==================== block 1
--- config.mk ---
export PLATFORM = sky130hd
export DESIGN_NAME = buffer_write_scheduler
export DESIGN_NICKNAME = d
export VERILOG_FILES = /design/src/rtl/frame_buffer_pkg.sv /design/src/rtl/clear_addr_gen.sv /design/src/rtl/buffer_write_scheduler.sv
export SDC_FILE = /design/constraint.sdc
export NUM_CORES = 1
export LEC_CHECK = 0
export ABC_AREA = 1
export CAP_MARGIN = 10
export CORE_MARGIN = 3
export CORE_UTILIZATION = 25
export CTS_BUF_LIST = sky130_fd_sc_hd__clkbuf_4 sky130_fd_sc_hd__clkbuf_8
export DETAILED_ROUTE_END_ITERATION = 12
export PLACE_DENSITY = 0.46
export SYNTH_ARGS = -nofsm -noshare
export SYNTH_HDL_FRONTEND = slang
export SYNTH_SLANG_ARGS = --single-unit
--- constraint.sdc ---
create_clock -name clk -period 3.1 [get_ports clk]
set_input_delay 0.93 -clock clk [delete_from_list [all_inputs] [get_ports clk]]
set_output_delay 0.93 -clock clk [all_outputs]
set_load 0.05 [all_outputs]
--- src/rtl/frame_buffer_pkg.sv ---
// Constants and state encoding shared by the frame-buffer RAM and its write scheduler.
package frame_buffer_pkg;

  localparam int FB_AW    = 15;
  localparam int FB_DW    = 12;
  localparam int IMA_W    = 160;
  localparam int IMA_H    = 120;
  localparam int IMA_SIZE = IMA_W * IMA_H;

  // Word read by the VGA side for out-of-image positions; never overwritten.
  localparam int                BLACK_ADDR  = IMA_SIZE;
  localparam logic [FB_DW-1:0]  BLACK_PIXEL = 12'h000;

  typedef enum logic [1:0] {
    ST_IDLE,
    ST_CLEAR,
    ST_DONE
  } clr_state_e;

endpackage

--- src/rtl/clear_addr_gen.sv ---
// Frame-clear address counter: counts 0..LAST under enable, holds at LAST
// (terminal count) and restarts from 0 on a synchronous clear.
module clear_addr_gen
  import frame_buffer_pkg::*;
#(
  parameter int AW   = FB_AW,
  parameter int LAST = IMA_SIZE - 1
) (
  input  logic          clk,
  input  logic          reset,
  input  logic          i_clr,
  input  logic          i_en,
  output logic [AW-1:0] o_ptr,
  output logic          o_tc
);

  localparam logic [AW-1:0] LP_LAST = AW'(LAST);

  logic [AW-1:0] r_ptr;

  always_ff @(posedge clk) begin
    if (!reset) begin
      r_ptr <= '0;
    end else if (i_clr) begin
      r_ptr <= '0;
    end else if (i_en && !o_tc) begin
      r_ptr <= r_ptr + AW'(1);
    end
  end

  assign o_ptr = r_ptr;
  assign o_tc  = (r_ptr == LP_LAST);

endmodule

--- src/rtl/buffer_write_scheduler.sv ---
// Shares the frame-buffer RAM write port between the camera (never stalled)
// and the frame-clear engine, and drops camera writes at or above the image.
module buffer_write_scheduler #(
  parameter int AW       = frame_buffer_pkg::FB_AW,
  parameter int DW       = frame_buffer_pkg::FB_DW,
  parameter int IMA_SIZE = frame_buffer_pkg::IMA_SIZE
) (
  input  logic          clk,
  input  logic          reset,
  input  logic          cam_we,
  input  logic [AW-1:0] cam_addr,
  input  logic [DW-1:0] cam_data,
  input  logic          clr_start,
  input  logic [DW-1:0] clr_color,
  output logic          clr_busy,
  output logic          clr_done,
  output logic          oob_flag,
  output logic          mem_we,
  output logic [AW-1:0] mem_addr,
  output logic [DW-1:0] mem_data
);

  import frame_buffer_pkg::clr_state_e;
  import frame_buffer_pkg::ST_IDLE;
  import frame_buffer_pkg::ST_CLEAR;
  import frame_buffer_pkg::ST_DONE;

  localparam logic [AW-1:0] LP_LIMIT = AW'(IMA_SIZE);

  clr_state_e    r_state;
  logic [DW-1:0] r_color_q;
  logic          r_clr_busy;
  logic          r_clr_done;
  logic          r_oob_flag;
  logic          r_mem_we;
  logic [AW-1:0] r_mem_addr;
  logic [DW-1:0] r_mem_data;

  logic [AW-1:0] w_ptr;
  logic          w_tc;
  logic          w_cam_in_range;
  logic          w_clr_we;
  logic          w_ptr_clr;

  assign w_cam_in_range = (cam_addr < LP_LIMIT);
  // Any camera request owns the port, even one that is then dropped.
  assign w_clr_we       = (r_state == ST_CLEAR) && !cam_we;
  assign w_ptr_clr      = (r_state == ST_IDLE) && clr_start;

  clear_addr_gen #(
    .AW   (AW),
    .LAST (IMA_SIZE - 1)
  ) u_clear_addr_gen (
    .clk   (clk),
    .reset (reset),
    .i_clr (w_ptr_clr),
    .i_en  (w_clr_we),
    .o_ptr (w_ptr),
    .o_tc  (w_tc)
  );

  // NOTE: every register here uses <= so all of them see pre-edge values;
  // a blocking update would leak into later reads within the same block.
  always_ff @(posedge clk) begin
    if (!reset) begin
      r_state    <= ST_IDLE;
      r_color_q  <= '0;
      r_clr_busy <= 1'b0;
      r_clr_done <= 1'b0;
      r_oob_flag <= 1'b0;
      r_mem_we   <= 1'b0;
      r_mem_addr <= '0;
      r_mem_data <= '0;
    end else begin
      r_clr_busy <= (r_state != ST_IDLE);
      r_clr_done <= (r_state == ST_DONE);

      if (cam_we && !w_cam_in_range) begin
        r_oob_flag <= 1'b1;
      end

      // Address/data hold their last value whenever no write is issued.
      if (cam_we && w_cam_in_range) begin
        r_mem_we   <= 1'b1;
        r_mem_addr <= cam_addr;
        r_mem_data <= cam_data;
      end else if (w_clr_we) begin
        r_mem_we   <= 1'b1;
        r_mem_addr <= w_ptr;
        r_mem_data <= r_color_q;
      end else begin
        r_mem_we   <= 1'b0;
      end

      case (r_state)
        ST_IDLE: begin
          if (clr_start) begin
            r_color_q <= clr_color;
            r_state   <= ST_CLEAR;
          end
        end
        ST_CLEAR: begin
          if (w_clr_we && w_tc) begin
            r_state <= ST_DONE;
          end
        end
        ST_DONE: r_state <= ST_IDLE;
        default: r_state <= ST_IDLE;
      endcase
    end
  end

  assign clr_busy = r_clr_busy;
  assign clr_done = r_clr_done;
  assign oob_flag = r_oob_flag;
  assign mem_we   = r_mem_we;
  assign mem_addr = r_mem_addr;
  assign mem_data = r_mem_data;

endmodule

==================== block 2
File: src/rtl/hazard_unit.sv
// hazard_unit: load-use, branch-flush and memory-freeze sequencing for the five-stage MIPS pipeline
//   clock, reset_n            rising-edge clock, asynchronous active-low reset
//   idValid/idRs/idRt/idUsesRt  instruction currently in ID
//   exMemRead/exRt            load at the ID/EX output
//   memBranch/memZero         branch resolution in MEM
//   dmemReq/dmemReady         data-memory handshake in MEM
//   pcWrite..pipeHold         Mealy pipeline-register controls
//   stallCount/flushCount     saturating event statistics
//   memError                  sticky memory-timeout flag
module hazard_unit #(
    parameter int LU_STALL_CYCLES = 1,
    parameter int MEM_TIMEOUT     = 255
) (
    input  logic        clock,
    input  logic        reset_n,
    input  logic        idValid,
    input  logic [4:0]  idRs,
    input  logic [4:0]  idRt,
    input  logic        idUsesRt,
    input  logic        exMemRead,
    input  logic [4:0]  exRt,
    input  logic        memBranch,
    input  logic        memZero,
    input  logic        dmemReq,
    input  logic        dmemReady,
    output logic        pcWrite,
    output logic        pcSelBranch,
    output logic        ifIdWrite,
    output logic        ifIdFlush,
    output logic        idExFlush,
    output logic        exMemFlush,
    output logic        pipeHold,
    output logic [15:0] stallCount,
    output logic [15:0] flushCount,
    output logic        memError
);
    localparam logic [1:0]  RUN          = 2'd0;
    localparam logic [1:0]  STALL        = 2'd1;
    localparam logic [1:0]  WAIT         = 2'd2;
    localparam logic [3:0]  LU_RELOAD    = 4'(LU_STALL_CYCLES - 1);
    localparam logic [15:0] TIMEOUT_LAST = 16'(MEM_TIMEOUT - 1);
    logic [1:0]  state, nextState;
    logic [3:0]  luCnt, nextLuCnt;
    logic [15:0] waitCnt;
    logic        retStall;
    logic        branchTaken, memWait, loadUse, effStall;
    logic        doFreeze, doBranch, doBubble;
    assign branchTaken = memBranch & memZero;
    assign memWait     = dmemReq & ~dmemReady;
    assign loadUse     = idValid & exMemRead & (exRt != 5'd0) &
                         ((exRt == idRs) | (idUsesRt & (exRt == idRt)));
    // Leaving WAIT, the cycle behaves as the state that was frozen.
    assign effStall    = (state == STALL) | ((state == WAIT) & retStall);
    // Gating with reset_n forces the reset-time control values even while reset is held.
    assign doFreeze    = reset_n & memWait;
    assign doBranch    = reset_n & ~memWait & branchTaken;
    assign doBubble    = reset_n & ~memWait & ~branchTaken & (effStall | loadUse);
    assign pcWrite     = ~doFreeze & ~doBubble;
    assign ifIdWrite   = ~doFreeze & ~doBubble;
    assign pcSelBranch = doBranch;
    assign ifIdFlush   = doBranch;
    assign exMemFlush  = doBranch;
    assign idExFlush   = doBranch | doBubble;
    assign pipeHold    = doFreeze;
    always_comb begin
        nextState = RUN;
        nextLuCnt = luCnt;
        if (memWait) begin
            nextState = WAIT;
        end else if (branchTaken) begin
            nextLuCnt = 4'd0;
        end else if (effStall) begin
            nextLuCnt = luCnt - 4'd1;
            nextState = (luCnt == 4'd1) ? RUN : STALL;
        end else if (loadUse && LU_STALL_CYCLES > 1) begin
            nextState = STALL;
            nextLuCnt = LU_RELOAD;
        end
    end
    always_ff @(posedge clock or negedge reset_n) begin
        if (!reset_n) begin
            state      <= RUN;
            luCnt      <= 4'd0;
            waitCnt    <= 16'd0;
            retStall   <= 1'b0;
            stallCount <= 16'd0;
            flushCount <= 16'd0;
            memError   <= 1'b0;
        end else begin
            state   <= nextState;
            luCnt   <= nextLuCnt;
            waitCnt <= memWait ? ((waitCnt == 16'hFFFF) ? waitCnt : waitCnt + 16'd1) : 16'd0;
            if (memWait && state != WAIT)
                retStall <= (state == STALL);
            // waitCnt counts prior frozen cycles, so this is the MEM_TIMEOUT-th one.
            if (memWait && waitCnt == TIMEOUT_LAST)
                memError <= 1'b1;
            if (doBranch && flushCount != 16'hFFFF)
                flushCount <= flushCount + 16'd1;
            if (doBubble && stallCount != 16'hFFFF)
                stallCount <= stallCount + 16'd1;
        end
    end
endmodule

File: config.mk
export PLATFORM = sky130hd
export DESIGN_NAME = hazard_unit
export DESIGN_NICKNAME = d
export VERILOG_FILES = /design/src/rtl/hazard_unit.sv
export SDC_FILE = /design/constraint.sdc
export NUM_CORES = 1
export LEC_CHECK = 0
export CAP_MARGIN = 0
export CELL_PAD_IN_SITES_DETAIL_PLACEMENT = 0
export CELL_PAD_IN_SITES_GLOBAL_PLACEMENT = 2
export CORE_MARGIN = 4
export CORE_UTILIZATION = 30
export DETAILED_ROUTE_END_ITERATION = 7
export GPL_TIMING_DRIVEN = 0
export HOLD_SLACK_MARGIN = 0.02
export PLACE_DENSITY_LB_ADDON = 0.12
export SYNTH_ARGS = -nofsm -noshare
export SYNTH_HDL_FRONTEND = slang
export SYNTH_SLANG_ARGS = --single-unit
File: constraint.sdc
create_clock -name clock -period 5 [get_ports clock]
set_input_delay 0.75 -clock clock [delete_from_list [all_inputs] [get_ports clock]]
set_output_delay 0.75 -clock clock [all_outputs]
set_load 0.01 [all_outputs]
==================== block 3
$ cat config.mk
export PLATFORM = sky130hd
export DESIGN_NAME = branch_fetch
export DESIGN_NICKNAME = d
export VERILOG_FILES = /design/src/rtl/vliw_pkg.sv /design/src/rtl/branch_fetch_fifo.sv /design/src/rtl/branch_fetch.sv
export SDC_FILE = /design/constraint.sdc
export NUM_CORES = 1
export LEC_CHECK = 0
export CAP_MARGIN = 20
export CORE_ASPECT_RATIO = 1.5
export CORE_UTILIZATION = 45
export CTS_CLUSTER_DIAMETER = 40
export DETAILED_ROUTE_END_ITERATION = 10
export GPL_ROUTABILITY_DRIVEN = 0
export PLACE_DENSITY = 0.75
export SLEW_MARGIN = 5
export SYNTH_ARGS = -nofsm -noshare
export SYNTH_HDL_FRONTEND = slang
export SYNTH_HIERARCHICAL = 1
export SYNTH_SLANG_ARGS = --single-unit
$ cat constraint.sdc
create_clock -name clk -period 12.7 [get_ports clk]
set_input_delay 1.27 -clock clk [delete_from_list [all_inputs] [get_ports clk]]
set_output_delay 1.27 -clock clk [all_outputs]
set_load 0.02 [all_outputs]
$ cat src/rtl/vliw_pkg.sv
// Shared VLIW bundle definitions for the fetch slice: lane count, NOP encoding,
// bundle/lane-PC types and small address helpers.
package vliw_pkg;

    localparam int unsigned LANES    = 4;
    localparam int unsigned BUNDLE_W = 32 * LANES;
    localparam int unsigned ALIGN    = $clog2(4 * LANES);

    localparam logic [31:0] NOP_INST   = 32'h0000_0000;
    localparam logic [31:0] ALIGN_MASK = 32'(4 * LANES - 1);
    localparam logic [31:0] BUNDLE_INC = 32'(4 * LANES);

    typedef logic [BUNDLE_W-1:0]   bundle_t;
    typedef logic [LANES-1:0][31:0] lane_pc_t;

    localparam bundle_t NOP_BUNDLE = {LANES{NOP_INST}};

    // Clear the low ALIGN bits so the address points at a bundle boundary.
    function automatic logic [31:0] align_pc(input logic [31:0] a);
        return a & ~ALIGN_MASK;
    endfunction

    // Expand a bundle PC into one PC per lane, lane i at base + 4*i.
    function automatic lane_pc_t lane_pcs(input logic [31:0] base);
        lane_pc_t l;
        for (int unsigned i = 0; i < LANES; i++) begin
            l[i] = base + 32'(4 * i);
        end
        return l;
    endfunction

endpackage

$ cat src/rtl/branch_fetch_fifo.sv
// First-word-fall-through FIFO with registered storage and a synchronous flush.
// The head entry is visible combinationally whenever count is non-zero.
module branch_fetch_fifo #(
    parameter int unsigned WIDTH = 8,
    parameter int unsigned DEPTH = 2
) (
    input  logic                       clk,
    input  logic                       rst,
    input  logic                       flush,
    input  logic                       push,
    input  logic [WIDTH-1:0]           push_data,
    input  logic                       pop,
    output logic [WIDTH-1:0]           head,
    output logic [$clog2(DEPTH+1)-1:0] count
);

    localparam int unsigned PW = (DEPTH > 1) ? $clog2(DEPTH) : 1;
    localparam int unsigned CW = $clog2(DEPTH + 1);

    logic [WIDTH-1:0] mem [DEPTH];
    logic [PW-1:0]    rd_ptr;
    logic [PW-1:0]    wr_ptr;
    logic             do_pop;
    logic             do_push;

    function automatic logic [PW-1:0] next_ptr(input logic [PW-1:0] p);
        return (p == PW'(DEPTH - 1)) ? '0 : p + PW'(1);
    endfunction

    // Pop only real entries; a push into a full FIFO is allowed when a pop frees a slot.
    always_comb begin
        do_pop  = pop && (count != '0);
        do_push = push && ((count < CW'(DEPTH)) || do_pop);
    end

    // Pointer and occupancy update; flush empties the FIFO and discards any push.
    always_ff @(posedge clk or negedge rst) begin
        if (!rst) begin
            rd_ptr <= '0;
            wr_ptr <= '0;
            count  <= '0;
        end else if (flush) begin
            rd_ptr <= '0;
            wr_ptr <= '0;
            count  <= '0;
        end else begin
            if (do_push) wr_ptr <= next_ptr(wr_ptr);
            if (do_pop)  rd_ptr <= next_ptr(rd_ptr);
            if (do_push && !do_pop) begin
                count <= count + CW'(1);
            end else if (!do_push && do_pop) begin
                count <= count - CW'(1);
            end
        end
    end

    // Storage write; contents need no reset because count gates visibility.
    always_ff @(posedge clk) begin
        if (do_push && !flush) begin
            mem[wr_ptr] <= push_data;
        end
    end

    assign head = mem[rd_ptr];

endmodule

$ cat src/rtl/branch_fetch.sv
// Fetch stage: owns the bundle PC, issues credit-limited in-order requests to
// instruction memory, buffers returned bundles and presents one per cycle.
// A redirect from branch execute retargets the PC and squashes younger work.
module branch_fetch
    import vliw_pkg::*;
#(
    parameter logic [31:0] RESET_PC  = 32'h0000_0000,
    parameter int unsigned BUF_DEPTH = 2
) (
    input  logic                clk,
    input  logic                rst,
    input  logic                stall,
    input  logic                branch_taken,
    input  logic [31:0]         new_pc,
    output logic                imem_req_valid,
    input  logic                imem_req_ready,
    output logic [31:0]         imem_req_addr,
    input  logic                imem_rsp_valid,
    input  logic [BUNDLE_W-1:0] imem_rsp_data,
    output logic                inst_valid,
    output logic [BUNDLE_W-1:0] inst,
    output logic [BUNDLE_W-1:0] inst_pc
);

    localparam int unsigned CW = $clog2(BUF_DEPTH + 1);
    // Epoch is wide enough that the current value never equals the tag of any
    // request still in flight, even after back-to-back redirects.
    localparam int unsigned EW = $clog2(BUF_DEPTH + 1);

    typedef struct packed {
        logic [EW-1:0] epoch;
        logic [31:0]   addr;
    } tag_t;

    typedef struct packed {
        bundle_t     data;
        logic [31:0] addr;
    } entry_t;

    logic [31:0]   pc;
    logic [EW-1:0] epoch;
    logic          epoch_used;

    tag_t          tag_in;
    tag_t          tag_head;
    logic [CW-1:0] outstanding;

    entry_t        buf_in;
    entry_t        buf_head;
    logic [CW-1:0] buf_count;

    logic [CW:0]   credit_sum;
    logic          req_fire;
    logic          rsp_keep;
    logic          buf_pop;
    logic [31:0]   bundle_pc;

    // Credit, request handshake, response filtering and pop decision.
    always_comb begin
        credit_sum     = {1'b0, outstanding} + {1'b0, buf_count};
        imem_req_valid = rst && !branch_taken && (credit_sum < (CW + 1)'(BUF_DEPTH));
        imem_req_addr  = pc;
        req_fire       = imem_req_valid && imem_req_ready;
        rsp_keep       = imem_rsp_valid && (tag_head.epoch == epoch);
        buf_pop        = inst_valid && !stall;
        tag_in         = '{epoch: epoch, addr: pc};
        buf_in         = '{data: imem_rsp_data, addr: tag_head.addr};
    end

    // PC and epoch tracking; a redirect only advances the epoch if the current
    // epoch has issued at least one request, so repeated redirects stay distinct.
    always_ff @(posedge clk or negedge rst) begin
        if (!rst) begin
            pc         <= align_pc(RESET_PC);
            epoch      <= '0;
            epoch_used <= 1'b0;
        end else if (branch_taken) begin
            pc <= align_pc(new_pc);
            if (epoch_used) begin
                epoch      <= epoch + EW'(1);
                epoch_used <= 1'b0;
            end
        end else if (req_fire) begin
            pc         <= pc + BUNDLE_INC;
            epoch_used <= 1'b1;
        end
    end

    branch_fetch_fifo #(
        .WIDTH($bits(tag_t)),
        .DEPTH(BUF_DEPTH)
    ) u_tag_q (
        .clk      (clk),
        .rst      (rst),
        .flush    (1'b0),
        .push     (req_fire),
        .push_data(tag_in),
        .pop      (imem_rsp_valid),
        .head     (tag_head),
        .count    (outstanding)
    );

    branch_fetch_fifo #(
        .WIDTH($bits(entry_t)),
        .DEPTH(BUF_DEPTH)
    ) u_bundle_buf (
        .clk      (clk),
        .rst      (rst),
        .flush    (branch_taken),
        .push     (rsp_keep),
        .push_data(buf_in),
        .pop      (buf_pop),
        .head     (buf_head),
        .count    (buf_count)
    );

    // Presented bundle: head of the buffer, or NOPs at the next fetch PC when empty.
    always_comb begin
        inst_valid = (buf_count != '0);
        inst       = inst_valid ? buf_head.data : NOP_BUNDLE;
        bundle_pc  = inst_valid ? buf_head.addr : pc;
        inst_pc    = lane_pcs(bundle_pc);
    end

endmodule

==================== block 4
--- config.mk ---
export PLATFORM = sky130hd
export DESIGN_NAME = multicycle_control
export DESIGN_NICKNAME = d
export VERILOG_FILES = /design/src/rtl/multicycle_control.sv
export SDC_FILE = /design/constraint.sdc
export NUM_CORES = 1
export LEC_CHECK = 0
export ABC_AREA = 1
export CORE_MARGIN = 10
export CORE_UTILIZATION = 33
export CTS_CLUSTER_SIZE = 12
export DETAILED_ROUTE_END_ITERATION = 16
export GPL_ROUTABILITY_DRIVEN = 0
export PLACE_DENSITY = 0.72
export SLEW_MARGIN = 0
export SYNTH_ARGS = -nofsm -noshare
export SYNTH_HDL_FRONTEND = slang
export SYNTH_SLANG_ARGS = --single-unit
--- constraint.sdc ---
create_clock -name clk -period 1.15 [get_ports clk]
set_input_delay 0.23 -clock clk [delete_from_list [all_inputs] [get_ports clk]]
set_output_delay 0.23 -clock clk [all_outputs]
set_load 0.02 [all_outputs]
--- src/rtl/multicycle_control.sv ---
// Moore control FSM for the multicycle MIPS datapath.
// Drives datapath enables from registered state, isBne and the wait counter.
module multicycle_control #(
    parameter int MEM_WAIT = 0
) (
    input  logic       clk,
    input  logic       rst_n,
    input  logic [5:0] opcode,
    output logic       PCWrite,
    output logic       Beq,
    output logic       Bne,
    output logic       IorD,
    output logic       MemRead,
    output logic       MemWrite,
    output logic       IRWrite,
    output logic       MemToReg,
    output logic       RegDst,
    output logic       RegWrite,
    output logic       ALUSrcA,
    output logic [1:0] ALUSrcB,
    output logic [1:0] ALUOp,
    output logic [1:0] PCSource,
    output logic       illegalOp,
    output logic [3:0] state
);

    localparam int CW = (MEM_WAIT > 0) ? $clog2(MEM_WAIT + 1) : 1;
    localparam logic [CW-1:0] LAST = CW'(MEM_WAIT);

    localparam logic [5:0] OP_R    = 6'b000000;
    localparam logic [5:0] OP_LW   = 6'b100011;
    localparam logic [5:0] OP_SW   = 6'b101011;
    localparam logic [5:0] OP_BEQ  = 6'b000100;
    localparam logic [5:0] OP_BNE  = 6'b000101;
    localparam logic [5:0] OP_J    = 6'b000010;
    localparam logic [5:0] OP_ADDI = 6'b001000;

    typedef enum logic [3:0] {
        S_FETCH   = 4'd0,
        S_DECODE  = 4'd1,
        S_MEMADR  = 4'd2,
        S_MEMRD   = 4'd3,
        S_MEMWB   = 4'd4,
        S_MEMWR   = 4'd5,
        S_EXEC    = 4'd6,
        S_RWB     = 4'd7,
        S_BRANCH  = 4'd8,
        S_JUMP    = 4'd9,
        S_ADDIEX  = 4'd10,
        S_ADDIWB  = 4'd11,
        S_ILLEGAL = 4'd12
    } state_e;

    state_e        state_q, state_d;
    logic [CW-1:0] cnt_q, cnt_d;
    logic          isbne_q, isbne_d;
    logic          last;

    assign last  = (cnt_q == LAST);
    assign state = state_q;

    always_ff @(posedge clk or negedge rst_n) begin
        if (!rst_n) begin
            state_q <= S_FETCH;
            cnt_q   <= '0;
            isbne_q <= 1'b0;
        end else begin
            state_q <= state_d;
            cnt_q   <= cnt_d;
            isbne_q <= isbne_d;
        end
    end

    // Wait counter only advances in memory states; any other path clears it.
    always_comb begin
        state_d = state_q;
        cnt_d   = '0;
        isbne_d = isbne_q;
        case (state_q)
            S_FETCH: begin
                if (last) begin
                    state_d = S_DECODE;
                end else begin
                    cnt_d = cnt_q + 1'b1;
                end
            end
            S_DECODE: begin
                isbne_d = (opcode == OP_BNE);
                case (opcode)
                    OP_LW, OP_SW:   state_d = S_MEMADR;
                    OP_R:           state_d = S_EXEC;
                    OP_BEQ, OP_BNE: state_d = S_BRANCH;
                    OP_J:           state_d = S_JUMP;
                    OP_ADDI:        state_d = S_ADDIEX;
                    default:        state_d = S_ILLEGAL;
                endcase
            end
            S_MEMADR: state_d = (opcode == OP_SW) ? S_MEMWR : S_MEMRD;
            S_MEMRD: begin
                if (last) begin
                    state_d = S_MEMWB;
                end else begin
                    cnt_d = cnt_q + 1'b1;
                end
            end
            S_MEMWR: begin
                if (last) begin
                    state_d = S_FETCH;
                end else begin
                    cnt_d = cnt_q + 1'b1;
                end
            end
            S_EXEC:   state_d = S_RWB;
            S_ADDIEX: state_d = S_ADDIWB;
            default:  state_d = S_FETCH;
        endcase
    end

    always_comb begin
        PCWrite   = 1'b0;
        Beq       = 1'b0;
        Bne       = 1'b0;
        IorD      = 1'b0;
        MemRead   = 1'b0;
        MemWrite  = 1'b0;
        IRWrite   = 1'b0;
        MemToReg  = 1'b0;
        RegDst    = 1'b0;
        RegWrite  = 1'b0;
        ALUSrcA   = 1'b0;
        ALUSrcB   = 2'b00;
        ALUOp     = 2'b00;
        PCSource  = 2'b00;
        illegalOp = 1'b0;
        case (state_q)
            S_FETCH: begin
                MemRead = 1'b1;
                ALUSrcB = 2'b01;
                IRWrite = last;
                PCWrite = last;
            end
            S_DECODE: ALUSrcB = 2'b11;
            S_MEMADR: begin
                ALUSrcA = 1'b1;
                ALUSrcB = 2'b10;
            end
            S_MEMRD: begin
                MemRead = 1'b1;
                IorD    = 1'b1;
            end
            S_MEMWB: begin
                RegWrite = 1'b1;
                MemToReg = 1'b1;
            end
            S_MEMWR: begin
                MemWrite = 1'b1;
                IorD     = 1'b1;
            end
            S_EXEC: begin
                ALUSrcA = 1'b1;
                ALUOp   = 2'b10;
            end
            S_RWB: begin
                RegWrite = 1'b1;
                RegDst   = 1'b1;
            end
            S_BRANCH: begin
                ALUSrcA  = 1'b1;
                ALUOp    = 2'b01;
                PCSource = 2'b01;
                Beq      = ~isbne_q;
                Bne      = isbne_q;
            end
            S_JUMP: begin
                PCWrite  = 1'b1;
                PCSource = 2'b10;
            end
            S_ADDIEX: begin
                ALUSrcA = 1'b1;
                ALUSrcB = 2'b10;
            end
            S_ADDIWB:  RegWrite  = 1'b1;
            S_ILLEGAL: illegalOp = 1'b1;
            default: ;
        endcase
    end

endmodule

==================== block 5
### config.mk
export PLATFORM = sky130hd
export DESIGN_NAME = hcf_sequencer
export DESIGN_NICKNAME = d
export VERILOG_FILES = /design/src/rtl/hcf_sequencer.sv
export SDC_FILE = /design/constraint.sdc
export NUM_CORES = 1
export LEC_CHECK = 0
export ABC_AREA = 0
export CAP_MARGIN = 20
export CORE_ASPECT_RATIO = 0.6
export CORE_MARGIN = 2
export CORE_UTILIZATION = 45
export DETAILED_ROUTE_END_ITERATION = 8
export GPL_TIMING_DRIVEN = 0
export PLACE_DENSITY = 0.66
export SLEW_MARGIN = 20
export SYNTH_ARGS = -nofsm -noshare
export SYNTH_HDL_FRONTEND = slang
export SYNTH_SLANG_ARGS = --single-unit
export TNS_END_PERCENT = 20
### constraint.sdc
create_clock -name clk -period 2.5 [get_ports clk]
set_input_delay 0.5 -clock clk [delete_from_list [all_inputs] [get_ports clk]]
set_output_delay 0.5 -clock clk [all_outputs]
set_load 0.005 [all_outputs]
### src/rtl/hcf_sequencer.sv
// Highest common factor by repeated subtraction; one subtraction per cycle, result held until result_ready.
// Latency N+1 edges from accept; HCF_ITER_COUNT_EN adds the saturating iter_count output.
module hcf_sequencer (
    input  logic       clk,
    input  logic       reset,
    input  logic       start_valid,
    output logic       start_ready,
    input  logic [7:0] a_in,
    input  logic [7:0] b_in,
    output logic [7:0] result,
    output logic       result_valid,
    input  logic       result_ready,
    output logic       busy,
    output logic       zero_err
`ifdef HCF_ITER_COUNT_EN
    ,
    output logic [7:0] iter_count
`endif
);

    typedef enum logic [1:0] {
        S_IDLE = 2'd0,
        S_CALC = 2'd1,
        S_DONE = 2'd2
    } state_t;

    state_t     r_state;
    state_t     w_next;
    logic [7:0] r_a;
    logic [7:0] r_b;
    logic [7:0] r_result;
    logic       r_zero_err;
    logic       w_accept;
    logic       w_finish;

    assign w_accept = (r_state == S_IDLE) && start_valid;
    // Terminal condition also covers a zero operand, so the loop always ends.
    assign w_finish = (r_a == 8'd0) || (r_b == 8'd0) || (r_a == r_b);

    always_ff @(posedge clk or negedge reset) begin
        if (!reset) begin
            r_state <= S_IDLE;
        end else begin
            r_state <= w_next;
        end
    end

    always_comb begin
        w_next = r_state;
        case (r_state)
            S_IDLE: if (start_valid) w_next = S_CALC;
            S_CALC: if (w_finish) w_next = S_DONE;
            S_DONE: if (result_ready) w_next = S_IDLE;
            default: w_next = S_IDLE;
        endcase
    end

    always_ff @(posedge clk or negedge reset) begin
        if (!reset) begin
            r_a        <= 8'd0;
            r_b        <= 8'd0;
            r_result   <= 8'd0;
            r_zero_err <= 1'b0;
        end else if (w_accept) begin
            r_a <= a_in;
            r_b <= b_in;
        end else if (r_state == S_CALC) begin
            if (w_finish) begin
                r_result   <= r_a | r_b;
                r_zero_err <= (r_a == 8'd0) && (r_b == 8'd0);
            end else if (r_a > r_b) begin
                r_a <= r_a - r_b;
            end else begin
                r_b <= r_b - r_a;
            end
        end
    end

`ifdef HCF_ITER_COUNT_EN
    logic [7:0] r_iter;

    always_ff @(posedge clk or negedge reset) begin
        if (!reset) begin
            r_iter <= 8'd0;
        end else if (w_accept) begin
            r_iter <= 8'd0;
        end else if ((r_state == S_CALC) && !w_finish && (r_iter != 8'hFF)) begin
            r_iter <= r_iter + 8'd1;
        end
    end

    assign iter_count = r_iter;
`endif

    // Handshake outputs decode the registered state only: no result_ready -> start_ready path.
    assign start_ready  = (r_state == S_IDLE);
    assign busy         = (r_state != S_IDLE);
    assign result_valid = (r_state == S_DONE);
    assign result       = r_result;
    assign zero_err     = r_zero_err;

endmodule


==> notes/layouts.md <==
Pictures saved along the way, in no particular order.

Cells colored by class.
Fill, decap, tap and diode cells in gray.
shot_01.png
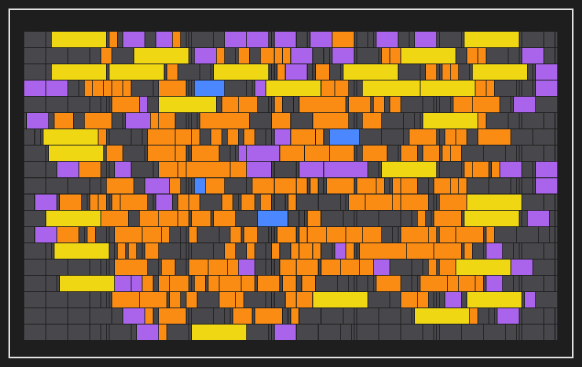
shot_02.png
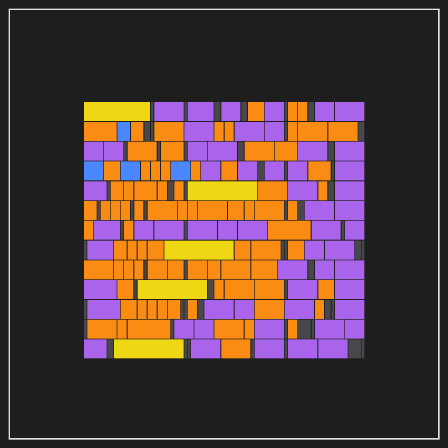
shot_03.png
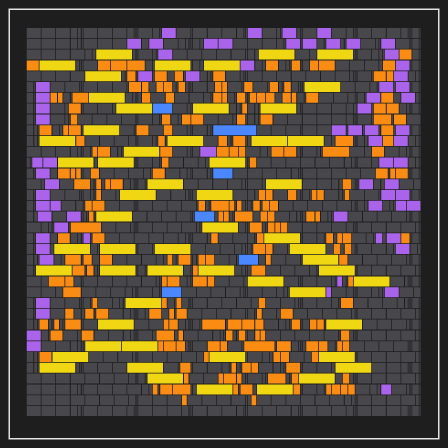
shot_04.png
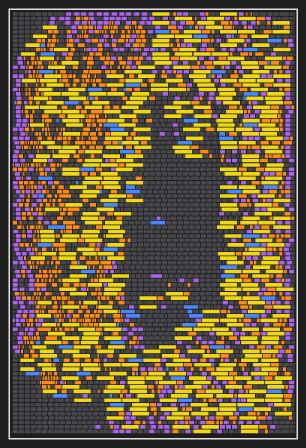
shot_05.png
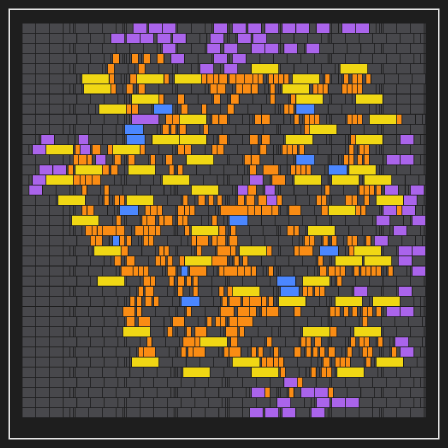
- shot_03.png = block 2
- shot_01.png = block 5
- shot_05.png = block 1
- shot_04.png = block 3
- shot_02.png = block 4

Key to shot_02.png:
[purple] remaining buffers and delay cells | cells: 57 | share of their area: 44%
[yellow] sequential cells | cells: 5 | share of their area: 10%
[orange] combinational and other logic | cells: 82 | share of their area: 43%
[blue] clock drivers and dummy loads | cells: 4 | share of their area: 2.2%

Block 4, cell placement:
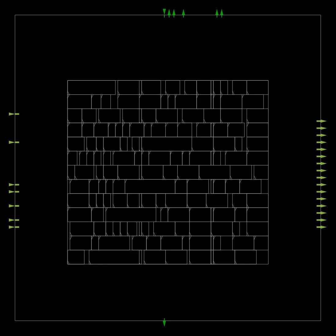
Std-Cell Core Area: 1370 sq um
Flop Count: 5
fill cell total of the finished layout: 44

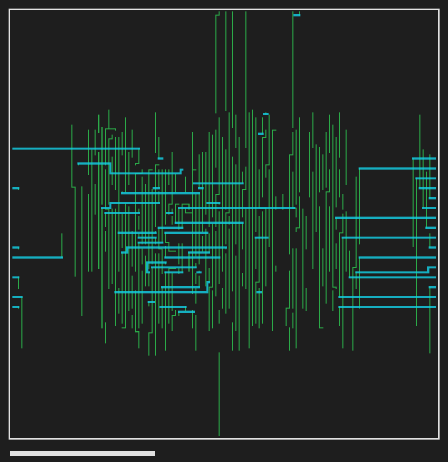
Block 4: routed metal, one color a layer
The bar under the picture is 20 um long. Two of the layers only.
[cyan] metal 3 | wire length: 297 um
[green] metal 2 | wire length: 1650 um
DRT Wirelength: 3.15 mm
total routing usage reported by global routing: 0.125
routed wirelength normalized by instance count: 19.3 um
via count of the routed design: 894

==> design notes, block 4 <==
Post-synthesis sequential area ratio: 0.251. The run finished, with violations left. During tapcell insertion the tool placed 15 well taps. The number of setup violations in the final report was 27; the and-or/or-and share of the synthesized area was 0.0905.

Entering global routing, the biggest net connects 6 pins. The I/O pin total came out at 30. The adder-cell share of the synthesized area works out to 0. The number of buffers inserted during clock tree synthesis is 3, and the worst path required time is 920 ps.

The startpoint identified for the worst register-to-register timing path is state[2]. The layout stage reports a final design area of 1280 sq um. Per the post-place timing report, worst setup slack is -620 ps.

After detailed routing, the number of remaining DRC violations is 0. According to the dpl log, the detail-placed design has an HPWL of 1.63 mm. The worst register-to-register path depth is 9. The async set or reset register ratio after synthesis was 1.00. The proportion of cell area occupied by registers came out at 0.101. The post-CTS setup-driven buffer insertion count is 4, and the antenna cell count is 0.

The logs give -514 ps for the setup slack after layout and 498 sq um for the cell area after synthesis. The first-pass detailed-route iteration total is 6. Average size of a mapped cell: 5.66 sq um. The checks that failed: negative setup slack. The detailed router reports a met2 wire length of 1.65 mm.
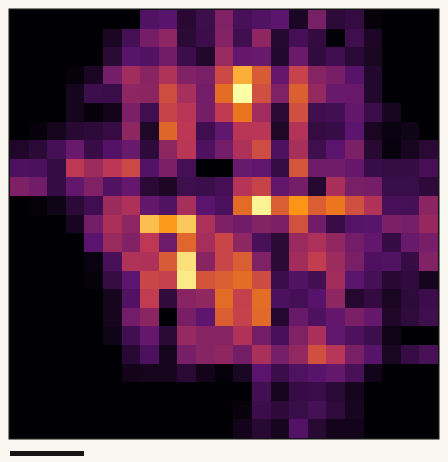
Block 1: wiring heat map
The bar under the picture is 20 um long. The die is cut into 23 by 23 equal tiles; black is low, pale yellow is high, scaled to the fullest tile. Values are wire area over tile area, all layers added.
densest ninth of the die: center
mean over tiles: 0.099
fullest tile: 0.48
via count of the routed design: 2822
routed wirelength normalized by instance count: 12.9 um
total routing usage reported by global routing: 0.131
DRT Wirelength: 8.40 mm

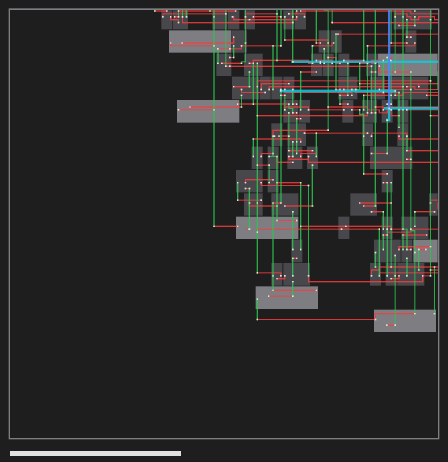
Block 1: close-up of the layout
The bar under the picture is 20 um long. Window x 4 to 54, y 4 to 54 um. Cells in gray, sequential cells in the stronger gray; small squares are vias.
[cyan] metal 3
[green] metal 2
[blue] metal 4
[red] metal 1
sequential cells in the window: 6
cells with their middle in the window: 65
most frequent: nand2_1 (24), nor2_1 (8)
netlist names of flops here include: u_clear_addr_gen.o_ptr (6)

==> design notes, block 1 <==
After routing the design area is 4010 sq um. The startpoint of the lowest-slack register-to-register path is u_clear_addr_gen.o_ptr[0]. Non-clock inverter count in the final layout: 66. The detailed router finished its first iteration with 205 violations. The critical path ends at mem_addr[0]. The flow ran to the end, and the final reports show no timing, DRC or antenna violations.

In this run the core area contains 39 standard-cell rows. The run gives 3.63 mm as the met2 wirelength from detailed routing. The final clock skew was 4.41 ps. In the hold report, the worst path ends at r_color_q[8]. The number of nets handed over by synthesis was 476. The origin of the worst min-delay path is r_color_q[8]. Uppermost metal layer occupied by signal nets: met4.

The floorplan step set the die width to 115 um. The first global-routing pass estimated 13.5 mm of wire. Hold repair after CTS inserted 0 buffers. Ranked by instance count, the synthesized netlist is headed by nor2_1, inv_1, nand2_1.

The run gives 651 for the number of non-filler instances in the completed layout. Fill cells in the final layout number 1230. The share of Yosys cell area claimed by the top area cell type works out to 0.404. The worst hold path class was reg2reg. For the count of warnings emitted by yosys, the log shows 0.

For reference, the critical path is launched at mem_addr[0]. The run gives 0.197 for the met2 demand-to-capacity share in global routing. In the final routing, the length of wire on met1 measures 4.29 mm. The run gives 73 for the number of buffers added on ports.
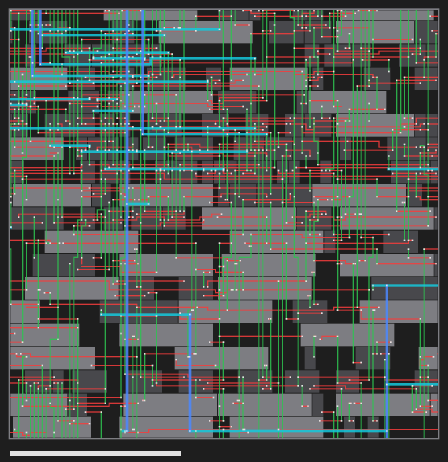
Block 3: close-up of the layout
The bar under the picture is 20 um long. Window x 19 to 69, y 41 to 91 um. Cells in gray, sequential cells in the stronger gray; small squares are vias.
[cyan] metal 3
[green] metal 2
[red] metal 1
[blue] metal 4
cells with their middle in the window: 133
netlist names of flops here include: u_tag_q/mem (13), u_bundle_buf/mem (11), imem_req_addr (4)
sequential cells in the window: 34
most frequent: edfxtp_1 (24), nand2_1 (14), mux2_2 (13)

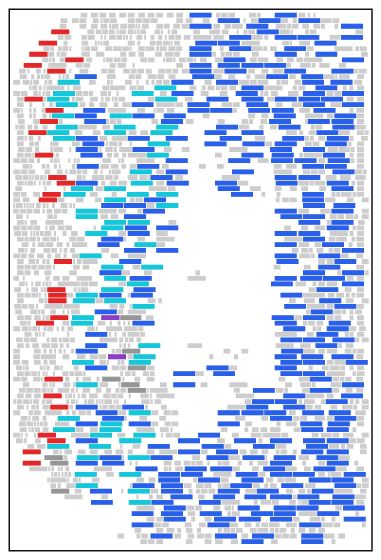
Block 3: register map, names as in the netlist
Other sequential cells in the stronger gray, the rest of the logic in the fainter gray.
[cyan] u_tag_q/mem | flops: 68
[purple] u_bundle_buf/count | flops: 2
[red] imem_req_addr | flops: 28
[blue] u_bundle_buf/mem | flops: 320
share of the core filled with cells in the final layout: 0.598

==> design notes, block 3 <==
The run gives 13.1k for the vias after detailed routing. After routing the design area is 26700 sq um. For the latest clock arrival within the worst-skew pair, the log shows 540 ps. CTS placed an instance of clkbuf_16 at the clock tree root. Summed over all instances, the cell type with the most area after synthesis is edfxtp_1. The run gives 848 for the multi-input gate count. For reference, the top cells by count after synthesis are edfxtp_1, and2_1, mux2_2. With the accumulated negative setup slack at 0 ps, the xor/xnor share of the synthesized area is 0.0366. Highest-count logic cell in the final layout: clkdlybuf4s50_1. The tools report the startpoint of the lowest-slack register-to-register path as u_bundle_buf/count[0].

The setup slack at placement came out at 6160 ps. At the end of the flow, the number of nets in the layout was 2000. Max-cap violations in this run came to 0. The flow ran to the end, and the final reports show no timing, DRC or antenna violations. Listed in order, past its start point the critical path passes buf_4, nor2_4, inv_4, nand2_1, inv_1, ha_1, a21boi_1, buf_4, nand3_2, nor4_2, xnor2_1, clkdlybuf4s50_1.

The fraction of layout instances using a drive strength above 1 is 0.184. According to the floorplan report, the die width is 175 um. Summing every instance area after synthesis gives 20300 sq um.

With the non-clock inverter count in the final layout at 41, the async set or reset register ratio after synthesis is 0.0913. Average wire per cell in the routed design: 21.3 um. Worst hold path class: reg2reg. The relative max-transition margin is 0.256, and the post-synthesis sequential area ratio is 0.622. The tools report the I/O pin total as 456. Along the worst path, the maximum fanout reaches 107. The buffers plus inverters on the worst setup path is 5, and the wire length of the first global-routing pass is 79.4 mm. The quantity of hold-fixing buffers added after cts is 0, and the logic gate fraction of the total cell area is 0.265. The capturing element type of the critical path is a primary output. The kind of start point of the critical path was a flop. According to the floorplan report, the total die area is 46000 sq um.
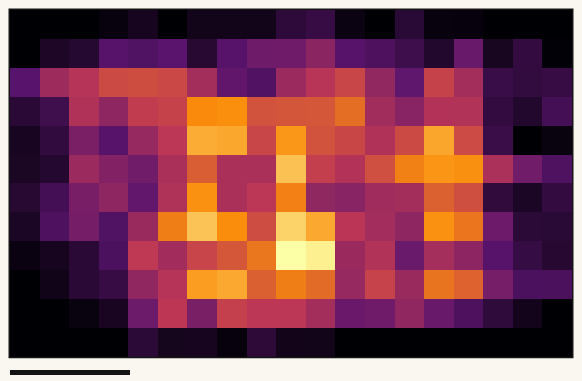
Block 5: wiring heat map
The bar under the picture is 20 um long. The die is cut into 19 by 12 equal tiles; black is low, pale yellow is high, scaled to the fullest tile. Values are wire area over tile area, all layers added.
densest ninth of the die: center
nearly empty tiles: 13%
mean over tiles: 0.18
tiles over half the peak: 25%
fullest tile: 0.55
emptiest ninth of the die: south-west
via count of the routed design: 1946
DRT Wirelength: 6.12 mm

==> design notes, block 5 <==
The run finished with clean final reports. In the final run the clock tree shows a worst skew of 10.3 ps. Most frequent cell after synthesis: dfrtp_1. The multi-input gate count is 173, and the number of register bits inferred by synthesis is 27. The run gives 0.473 for the initial core utilization. The setup path with the least slack is of type reg2reg. The portion of the clock cycle consumed by the worst path in the final layout came out at 0.972.

Per the skew report, the later register of the worst-skew pair sees a clock latency of 290 ps. The first detailed-routing pass took 4 iterations. The total number of H-tree levels is 1, and the placeable core region is 4610 sq um. Accumulated negative setup slack: 0 ps. For the pin with the worst max-slew slack, the measured transition is 721 ps.

According to the timing report, the data required time at the worst endpoint equals 2670 ps. Ranking logic cells in the layout by count gives the top entries clkdlybuf4s50_1, dfrtp_1, nand2_1. The I/O pin total was 32; the async set or reset register ratio after synthesis was 1.00.
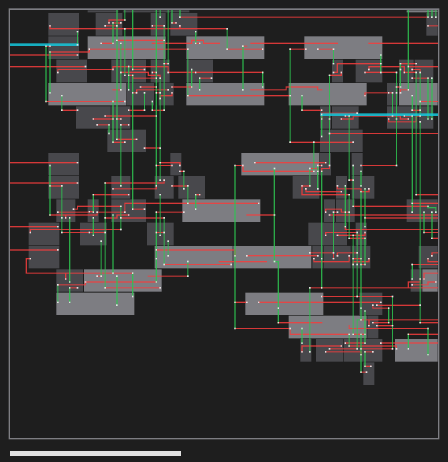
Block 2: close-up of the layout
The bar under the picture is 20 um long. Window x 2 to 52, y 2 to 52 um. Cells in gray, sequential cells in the stronger gray; small squares are vias.
[red] metal 1
[green] metal 2
[cyan] metal 3
cells with their middle in the window: 76
sequential cells in the window: 16
netlist names of flops here include: flushCount (8), waitCnt (8)
most frequent: dfrtp_1 (16), xnor2_1 (9)

==> design notes, block 2 <==
Buffers inserted to repair hold after CTS numbered 0. The layout has 1021 filler cells. Met2 wirelength from detailed routing: 2.95 mm. Detailed placement finished with a half-perimeter wire length of 5.02 mm.

The net count of the finished layout is 390. Async set or reset register ratio after synthesis: 1.00. Warnings reported by Yosys during synthesis add up to 0. Endpoint of the worst setup timing path: pcWrite. The initialized floorplan defines 36 standard-cell rows.

The run gives 0.0255 for the clock network contribution to total cell area. The count of warning messages emitted by the tools was 28; the met2 demand-to-capacity share in global routing was 0.190. Counting cells, the worst reg-to-reg path comes to 6. The total routing resource utilization after global routing was 0.125. The tree is rooted in a clkbuf_8. The placeable core region came out at 9730 sq um. For the synthesis area per yosys, the log shows 2990 sq um. Setup repair after global routing left no endpoint under its margin. The iteration-0 DRC count of the detailed router was 77; the total number of H-tree levels was 2. The total of plain and repair buffers excluding clock buffers is 71. The run finished with clean final reports. The post-synthesis mux area share works out to 0.0113. After routing the design area is 3880 sq um. The xor/xnor share of the synthesized area works out to 0.141.

The tools report the tally of nets with antenna violations remaining after routing as 0.

==================== block 6
Block 6, close-up of the layout:
The bar under the picture is 20 um long. Window x 45 to 95, y 45 to 95 um. Cells in gray, sequential cells in the stronger gray; small squares are vias.
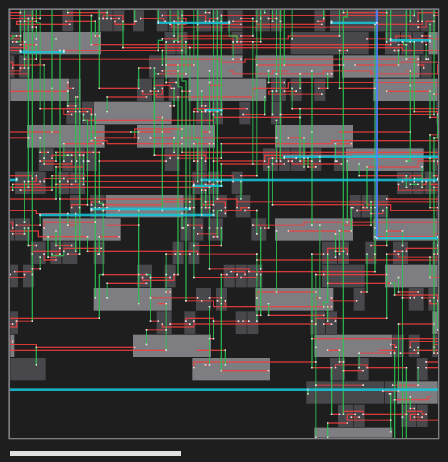
Block 6, wiring heat map:
The bar under the picture is 100 um long. The die is cut into 28 by 28 equal tiles; black is low, pale yellow is high, scaled to the fullest tile. Values are wire area over tile area, all layers added.
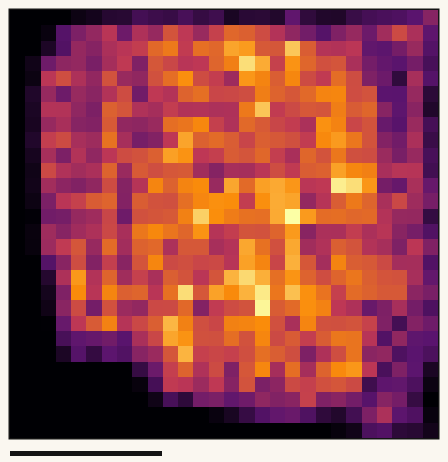
`config.mk`:
```
export PLATFORM = sky130hd
export DESIGN_NAME = msg_responder
export DESIGN_NICKNAME = d
export VERILOG_FILES = /design/src/rtl/treeval_msg_pkg.sv /design/src/rtl/msg_responder_regfile.sv /design/src/rtl/msg_responder.sv
export SDC_FILE = /design/constraint.sdc
export NUM_CORES = 1
export LEC_CHECK = 0
export ABC_AREA = 1
export CORE_MARGIN = 4
export CORE_UTILIZATION = 44
export CTS_CLUSTER_SIZE = 10
export DETAILED_ROUTE_END_ITERATION = 8
export GPL_ROUTABILITY_DRIVEN = 0
export PLACE_DENSITY = 0.59
export SLEW_MARGIN = 25
export SYNTH_ARGS = -nofsm -noshare
export SYNTH_HDL_FRONTEND = slang
export SYNTH_HIERARCHICAL = 1
export SYNTH_SLANG_ARGS = --single-unit
export TNS_END_PERCENT = 30
```
`constraint.sdc`:
```
create_clock -name clk -period 10 [get_ports clk]
set_input_delay 1 -clock clk [delete_from_list [all_inputs] [get_ports clk]]
set_output_delay 1 -clock clk [all_outputs]
set_load 0.01 [all_outputs]
```
`src/rtl/treeval_msg_pkg.sv`:
```
// Shared types for the P2P NoC message responder:
// message layouts, opcodes, status codes and FSM states.
package treeval_msg_pkg;

  localparam int W_MSG  = 64;
  localparam int W_DATA = 32;

  typedef enum logic [3:0] {
    OP_WRITE = 4'h1,
    OP_READ  = 4'h2,
    OP_ADD   = 4'h3,
    OP_PING  = 4'hF
  } op_e;

  localparam logic [3:0] ST_OK  = 4'hA;
  localparam logic [3:0] ST_ERR = 4'hE;

  typedef struct packed {
    logic [3:0]        op;
    logic [3:0]        rsv0;
    logic [7:0]        tag;
    logic [7:0]        addr;
    logic [7:0]        rsv1;
    logic [W_DATA-1:0] data;
  } req_t;

  typedef struct packed {
    logic [3:0]        status;
    logic [3:0]        op;
    logic [7:0]        tag;
    logic [7:0]        addr;
    logic [7:0]        rsv;
    logic [W_DATA-1:0] rdata;
  } resp_t;

  typedef enum logic [1:0] {
    IDLE,
    EXEC,
    SEND
  } state_e;

endpackage

```
`src/rtl/msg_responder_regfile.sv`:
```
// Local register table: combinational read,
// single write port, cleared by reset.
module msg_responder_regfile
  import treeval_msg_pkg::*;
#(
  parameter int N_REG = 16,
  parameter int AW    = $clog2(N_REG)
) (
  input  logic              clk,
  input  logic              rst,
  input  logic              we_i,
  input  logic [AW-1:0]     waddr_i,
  input  logic [W_DATA-1:0] wdata_i,
  input  logic [AW-1:0]     raddr_i,
  output logic [W_DATA-1:0] rdata_o
);

  logic [W_DATA-1:0] mem_q [N_REG];

  // Table storage, zeroed on reset
  always_ff @(posedge clk or negedge rst) begin
    if (!rst) begin
      for (int i = 0; i < N_REG; i++) begin
        mem_q[i] <= '0;
      end
    end else if (we_i) begin
      mem_q[waddr_i] <= wdata_i;
    end
  end

  assign rdata_o = mem_q[raddr_i];

endmodule

```
`src/rtl/msg_responder.sv`:
```
// Compute-side responder: pops request msgs, runs them
// against the register table, pushes one response each.
module msg_responder
  import treeval_msg_pkg::*;
#(
  parameter int N_REG = 16
) (
  input  logic             clk,
  input  logic             rst,
  input  logic             i_in_msg_rdy,
  input  logic [W_MSG-1:0] i_in_msg,
  output logic             i_in_msg_ack,
  output logic             i_out_msg_rdy,
  output logic [W_MSG-1:0] i_out_msg,
  input  logic             i_out_msg_ack,
  output logic             busy,
  output logic [15:0]      req_count,
  output logic [7:0]       err_count
);

  localparam int AW = $clog2(N_REG);
  localparam logic [8:0] NREG9 = 9'(N_REG);

  state_e            state_q;
  req_t              req_q;
  req_t              in_req;
  resp_t             resp_q;
  resp_t             resp_d;
  logic              in_ack_q;
  logic              out_rdy_q;
  logic [15:0]       req_cnt_q;
  logic [7:0]        err_cnt_q;
  logic              addr_ok;
  logic              wr_req;
  logic              we;
  logic [W_DATA-1:0] wdata;
  logic [W_DATA-1:0] rd;
  logic [W_DATA-1:0] sum;
  logic              unused_ok;

  assign in_req = req_t'(i_in_msg);

  msg_responder_regfile #(
    .N_REG (N_REG)
  ) u_regfile (
    .clk     (clk),
    .rst     (rst),
    .we_i    (we),
    .waddr_i (req_q.addr[AW-1:0]),
    .wdata_i (wdata),
    .raddr_i (req_q.addr[AW-1:0]),
    .rdata_o (rd)
  );

  assign sum = rd + req_q.data;

  // Decode the latched request into a response and table write
  always_comb begin
    resp_d        = '0;
    resp_d.status = ST_OK;
    resp_d.op     = req_q.op;
    resp_d.tag    = req_q.tag;
    resp_d.addr   = req_q.addr;
    wr_req        = 1'b0;
    wdata         = req_q.data;
    addr_ok       = {1'b0, req_q.addr} < NREG9;
    case (req_q.op)
      OP_WRITE: begin
        if (addr_ok) begin
          resp_d.rdata = rd;
          wr_req       = 1'b1;
        end else begin
          resp_d.status = ST_ERR;
        end
      end
      OP_READ: begin
        if (addr_ok) resp_d.rdata = rd;
        else         resp_d.status = ST_ERR;
      end
      OP_ADD: begin
        if (addr_ok) begin
          resp_d.rdata = sum;
          wr_req       = 1'b1;
          wdata        = sum;
        end else begin
          resp_d.status = ST_ERR;
        end
      end
      OP_PING: resp_d.rdata = req_q.data;
      default: resp_d.status = ST_ERR;
    endcase
  end

  assign we = wr_req && (state_q == EXEC);

  // Request/response FSM with registered handshakes and counters
  always_ff @(posedge clk or negedge rst) begin
    if (!rst) begin
      state_q   <= IDLE;
      req_q     <= '0;
      resp_q    <= '0;
      in_ack_q  <= 1'b0;
      out_rdy_q <= 1'b0;
      req_cnt_q <= '0;
      err_cnt_q <= '0;
    end else begin
      case (state_q)
        IDLE: begin
          if (i_in_msg_rdy) begin
            req_q <= '{op:   in_req.op,
                       rsv0: 4'h0,
                       tag:  in_req.tag,
                       addr: in_req.addr,
                       rsv1: 8'h00,
                       data: in_req.data};
            in_ack_q <= 1'b1;
            state_q  <= EXEC;
          end
        end
        EXEC: begin
          in_ack_q  <= 1'b0;
          resp_q    <= resp_d;
          out_rdy_q <= 1'b1;
          state_q   <= SEND;
        end
        SEND: begin
          if (i_out_msg_ack) begin
            out_rdy_q <= 1'b0;
            req_cnt_q <= req_cnt_q + 16'd1;
            if (resp_q.status == ST_ERR && err_cnt_q != 8'hFF) begin
              err_cnt_q <= err_cnt_q + 8'd1;
            end
            state_q <= IDLE;
          end
        end
        default: state_q <= IDLE;
      endcase
    end
  end

  assign i_in_msg_ack  = in_ack_q;
  assign i_out_msg_rdy = out_rdy_q;
  assign i_out_msg     = resp_q;
  assign busy          = (state_q != IDLE);
  assign req_count     = req_cnt_q;
  assign err_count     = err_cnt_q;

  assign unused_ok = ^{in_req.rsv0, in_req.rsv1,
                       req_q.rsv0, req_q.rsv1};

endmodule

```
==> design notes <==
The sequential share of power was 0.307; the latest clock arrival within the worst-skew pair was 610 ps. The run gives 0.0442 for the fraction of layout instances using a drive strength above 1. The first detailed-routing pass ran for 5 iterations. Per the repair_timing log after CTS, setup buffers inserted total 0. The worst path required time is 10500 ps, and the worst-case clock buffer depth is 3. Total power normalized to cell area comes to 277 nW/um^2. The clock buffer count in the final layout is 102, and the async set or reset register ratio after synthesis is 1.00. The flow ran to the end, and the final reports show no timing, DRC or antenna violations.

The flip-flop count of the largest register after layout is 512. The final layout contains 4576 nets. Cell type taking the most area: registers. The run gives 0.000132 V for the worst voltage drop across the vdd grid. After detailed placement, the design holds a cell count of 5363. The design received a total of 969 well taps at floorplan.
Notes on 'close-up of the layout' of block 6 above:
[blue] metal 4
[green] metal 2
[cyan] metal 3
[red] metal 1
netlist names of flops here include: u_regfile/mem_q (23)
sequential cells in the window: 23
most frequent: nand2_1 (50), o21ai_0 (29), dfrtp_1 (23)
cells with their middle in the window: 140

Notes on 'wiring heat map' of block 6 above:
densest ninth of the die: center
nearly empty tiles: 13%
fullest tile: 0.46
total routing usage reported by global routing: 0.243
via count of the routed design: 28.0k



==> layout pictures side by side <==
Register map, names as in the netlist.
Other sequential cells in the stronger gray, the rest of the logic in the fainter gray.
Plate I
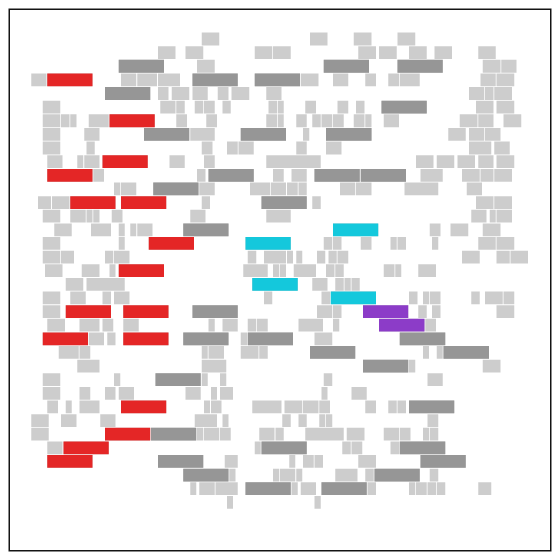
Plate II
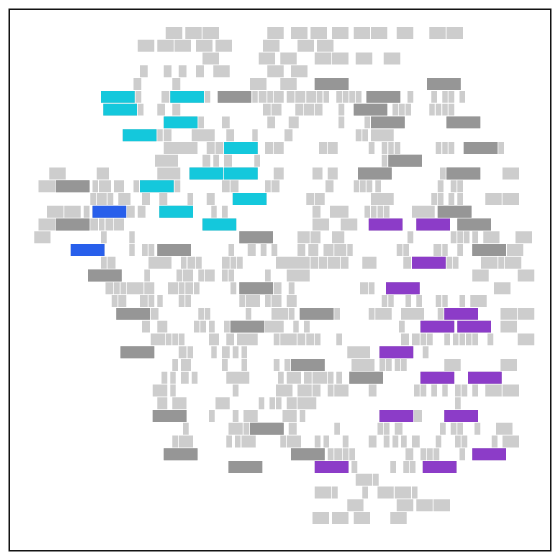
Plate III
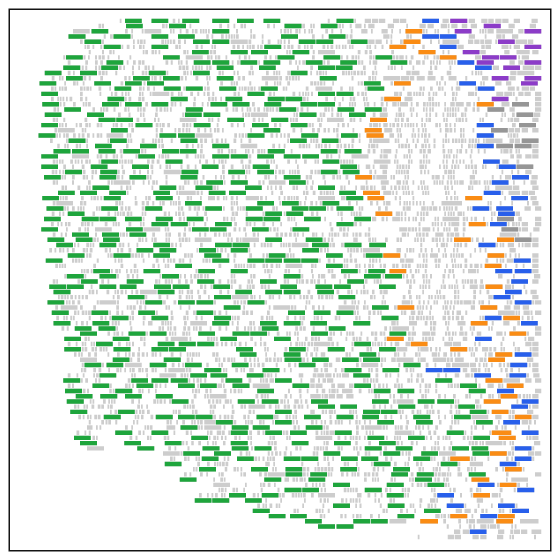
Plate IV
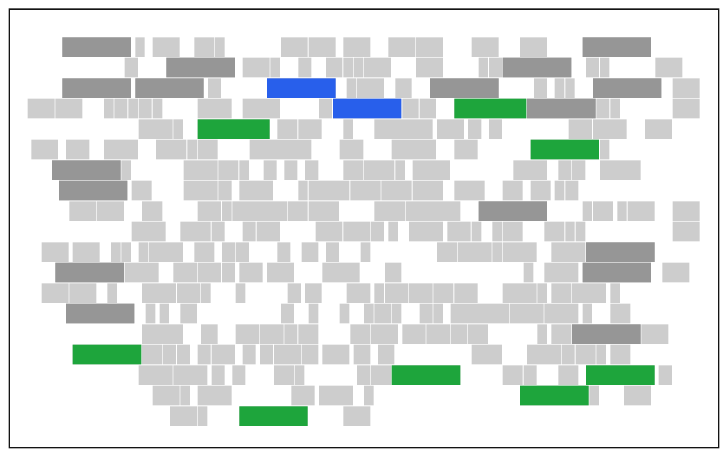
Of these, most sequential cells: Plate III
- Plate II = block 1
- Plate IV = block 5
- Plate I = block 2
- Plate III = block 6

Key to Plate IV:
[green] r_a | flops: 8
[blue] r_state | flops: 2

Power figures rest on the tool's default switching activity, not on a simulated workload.
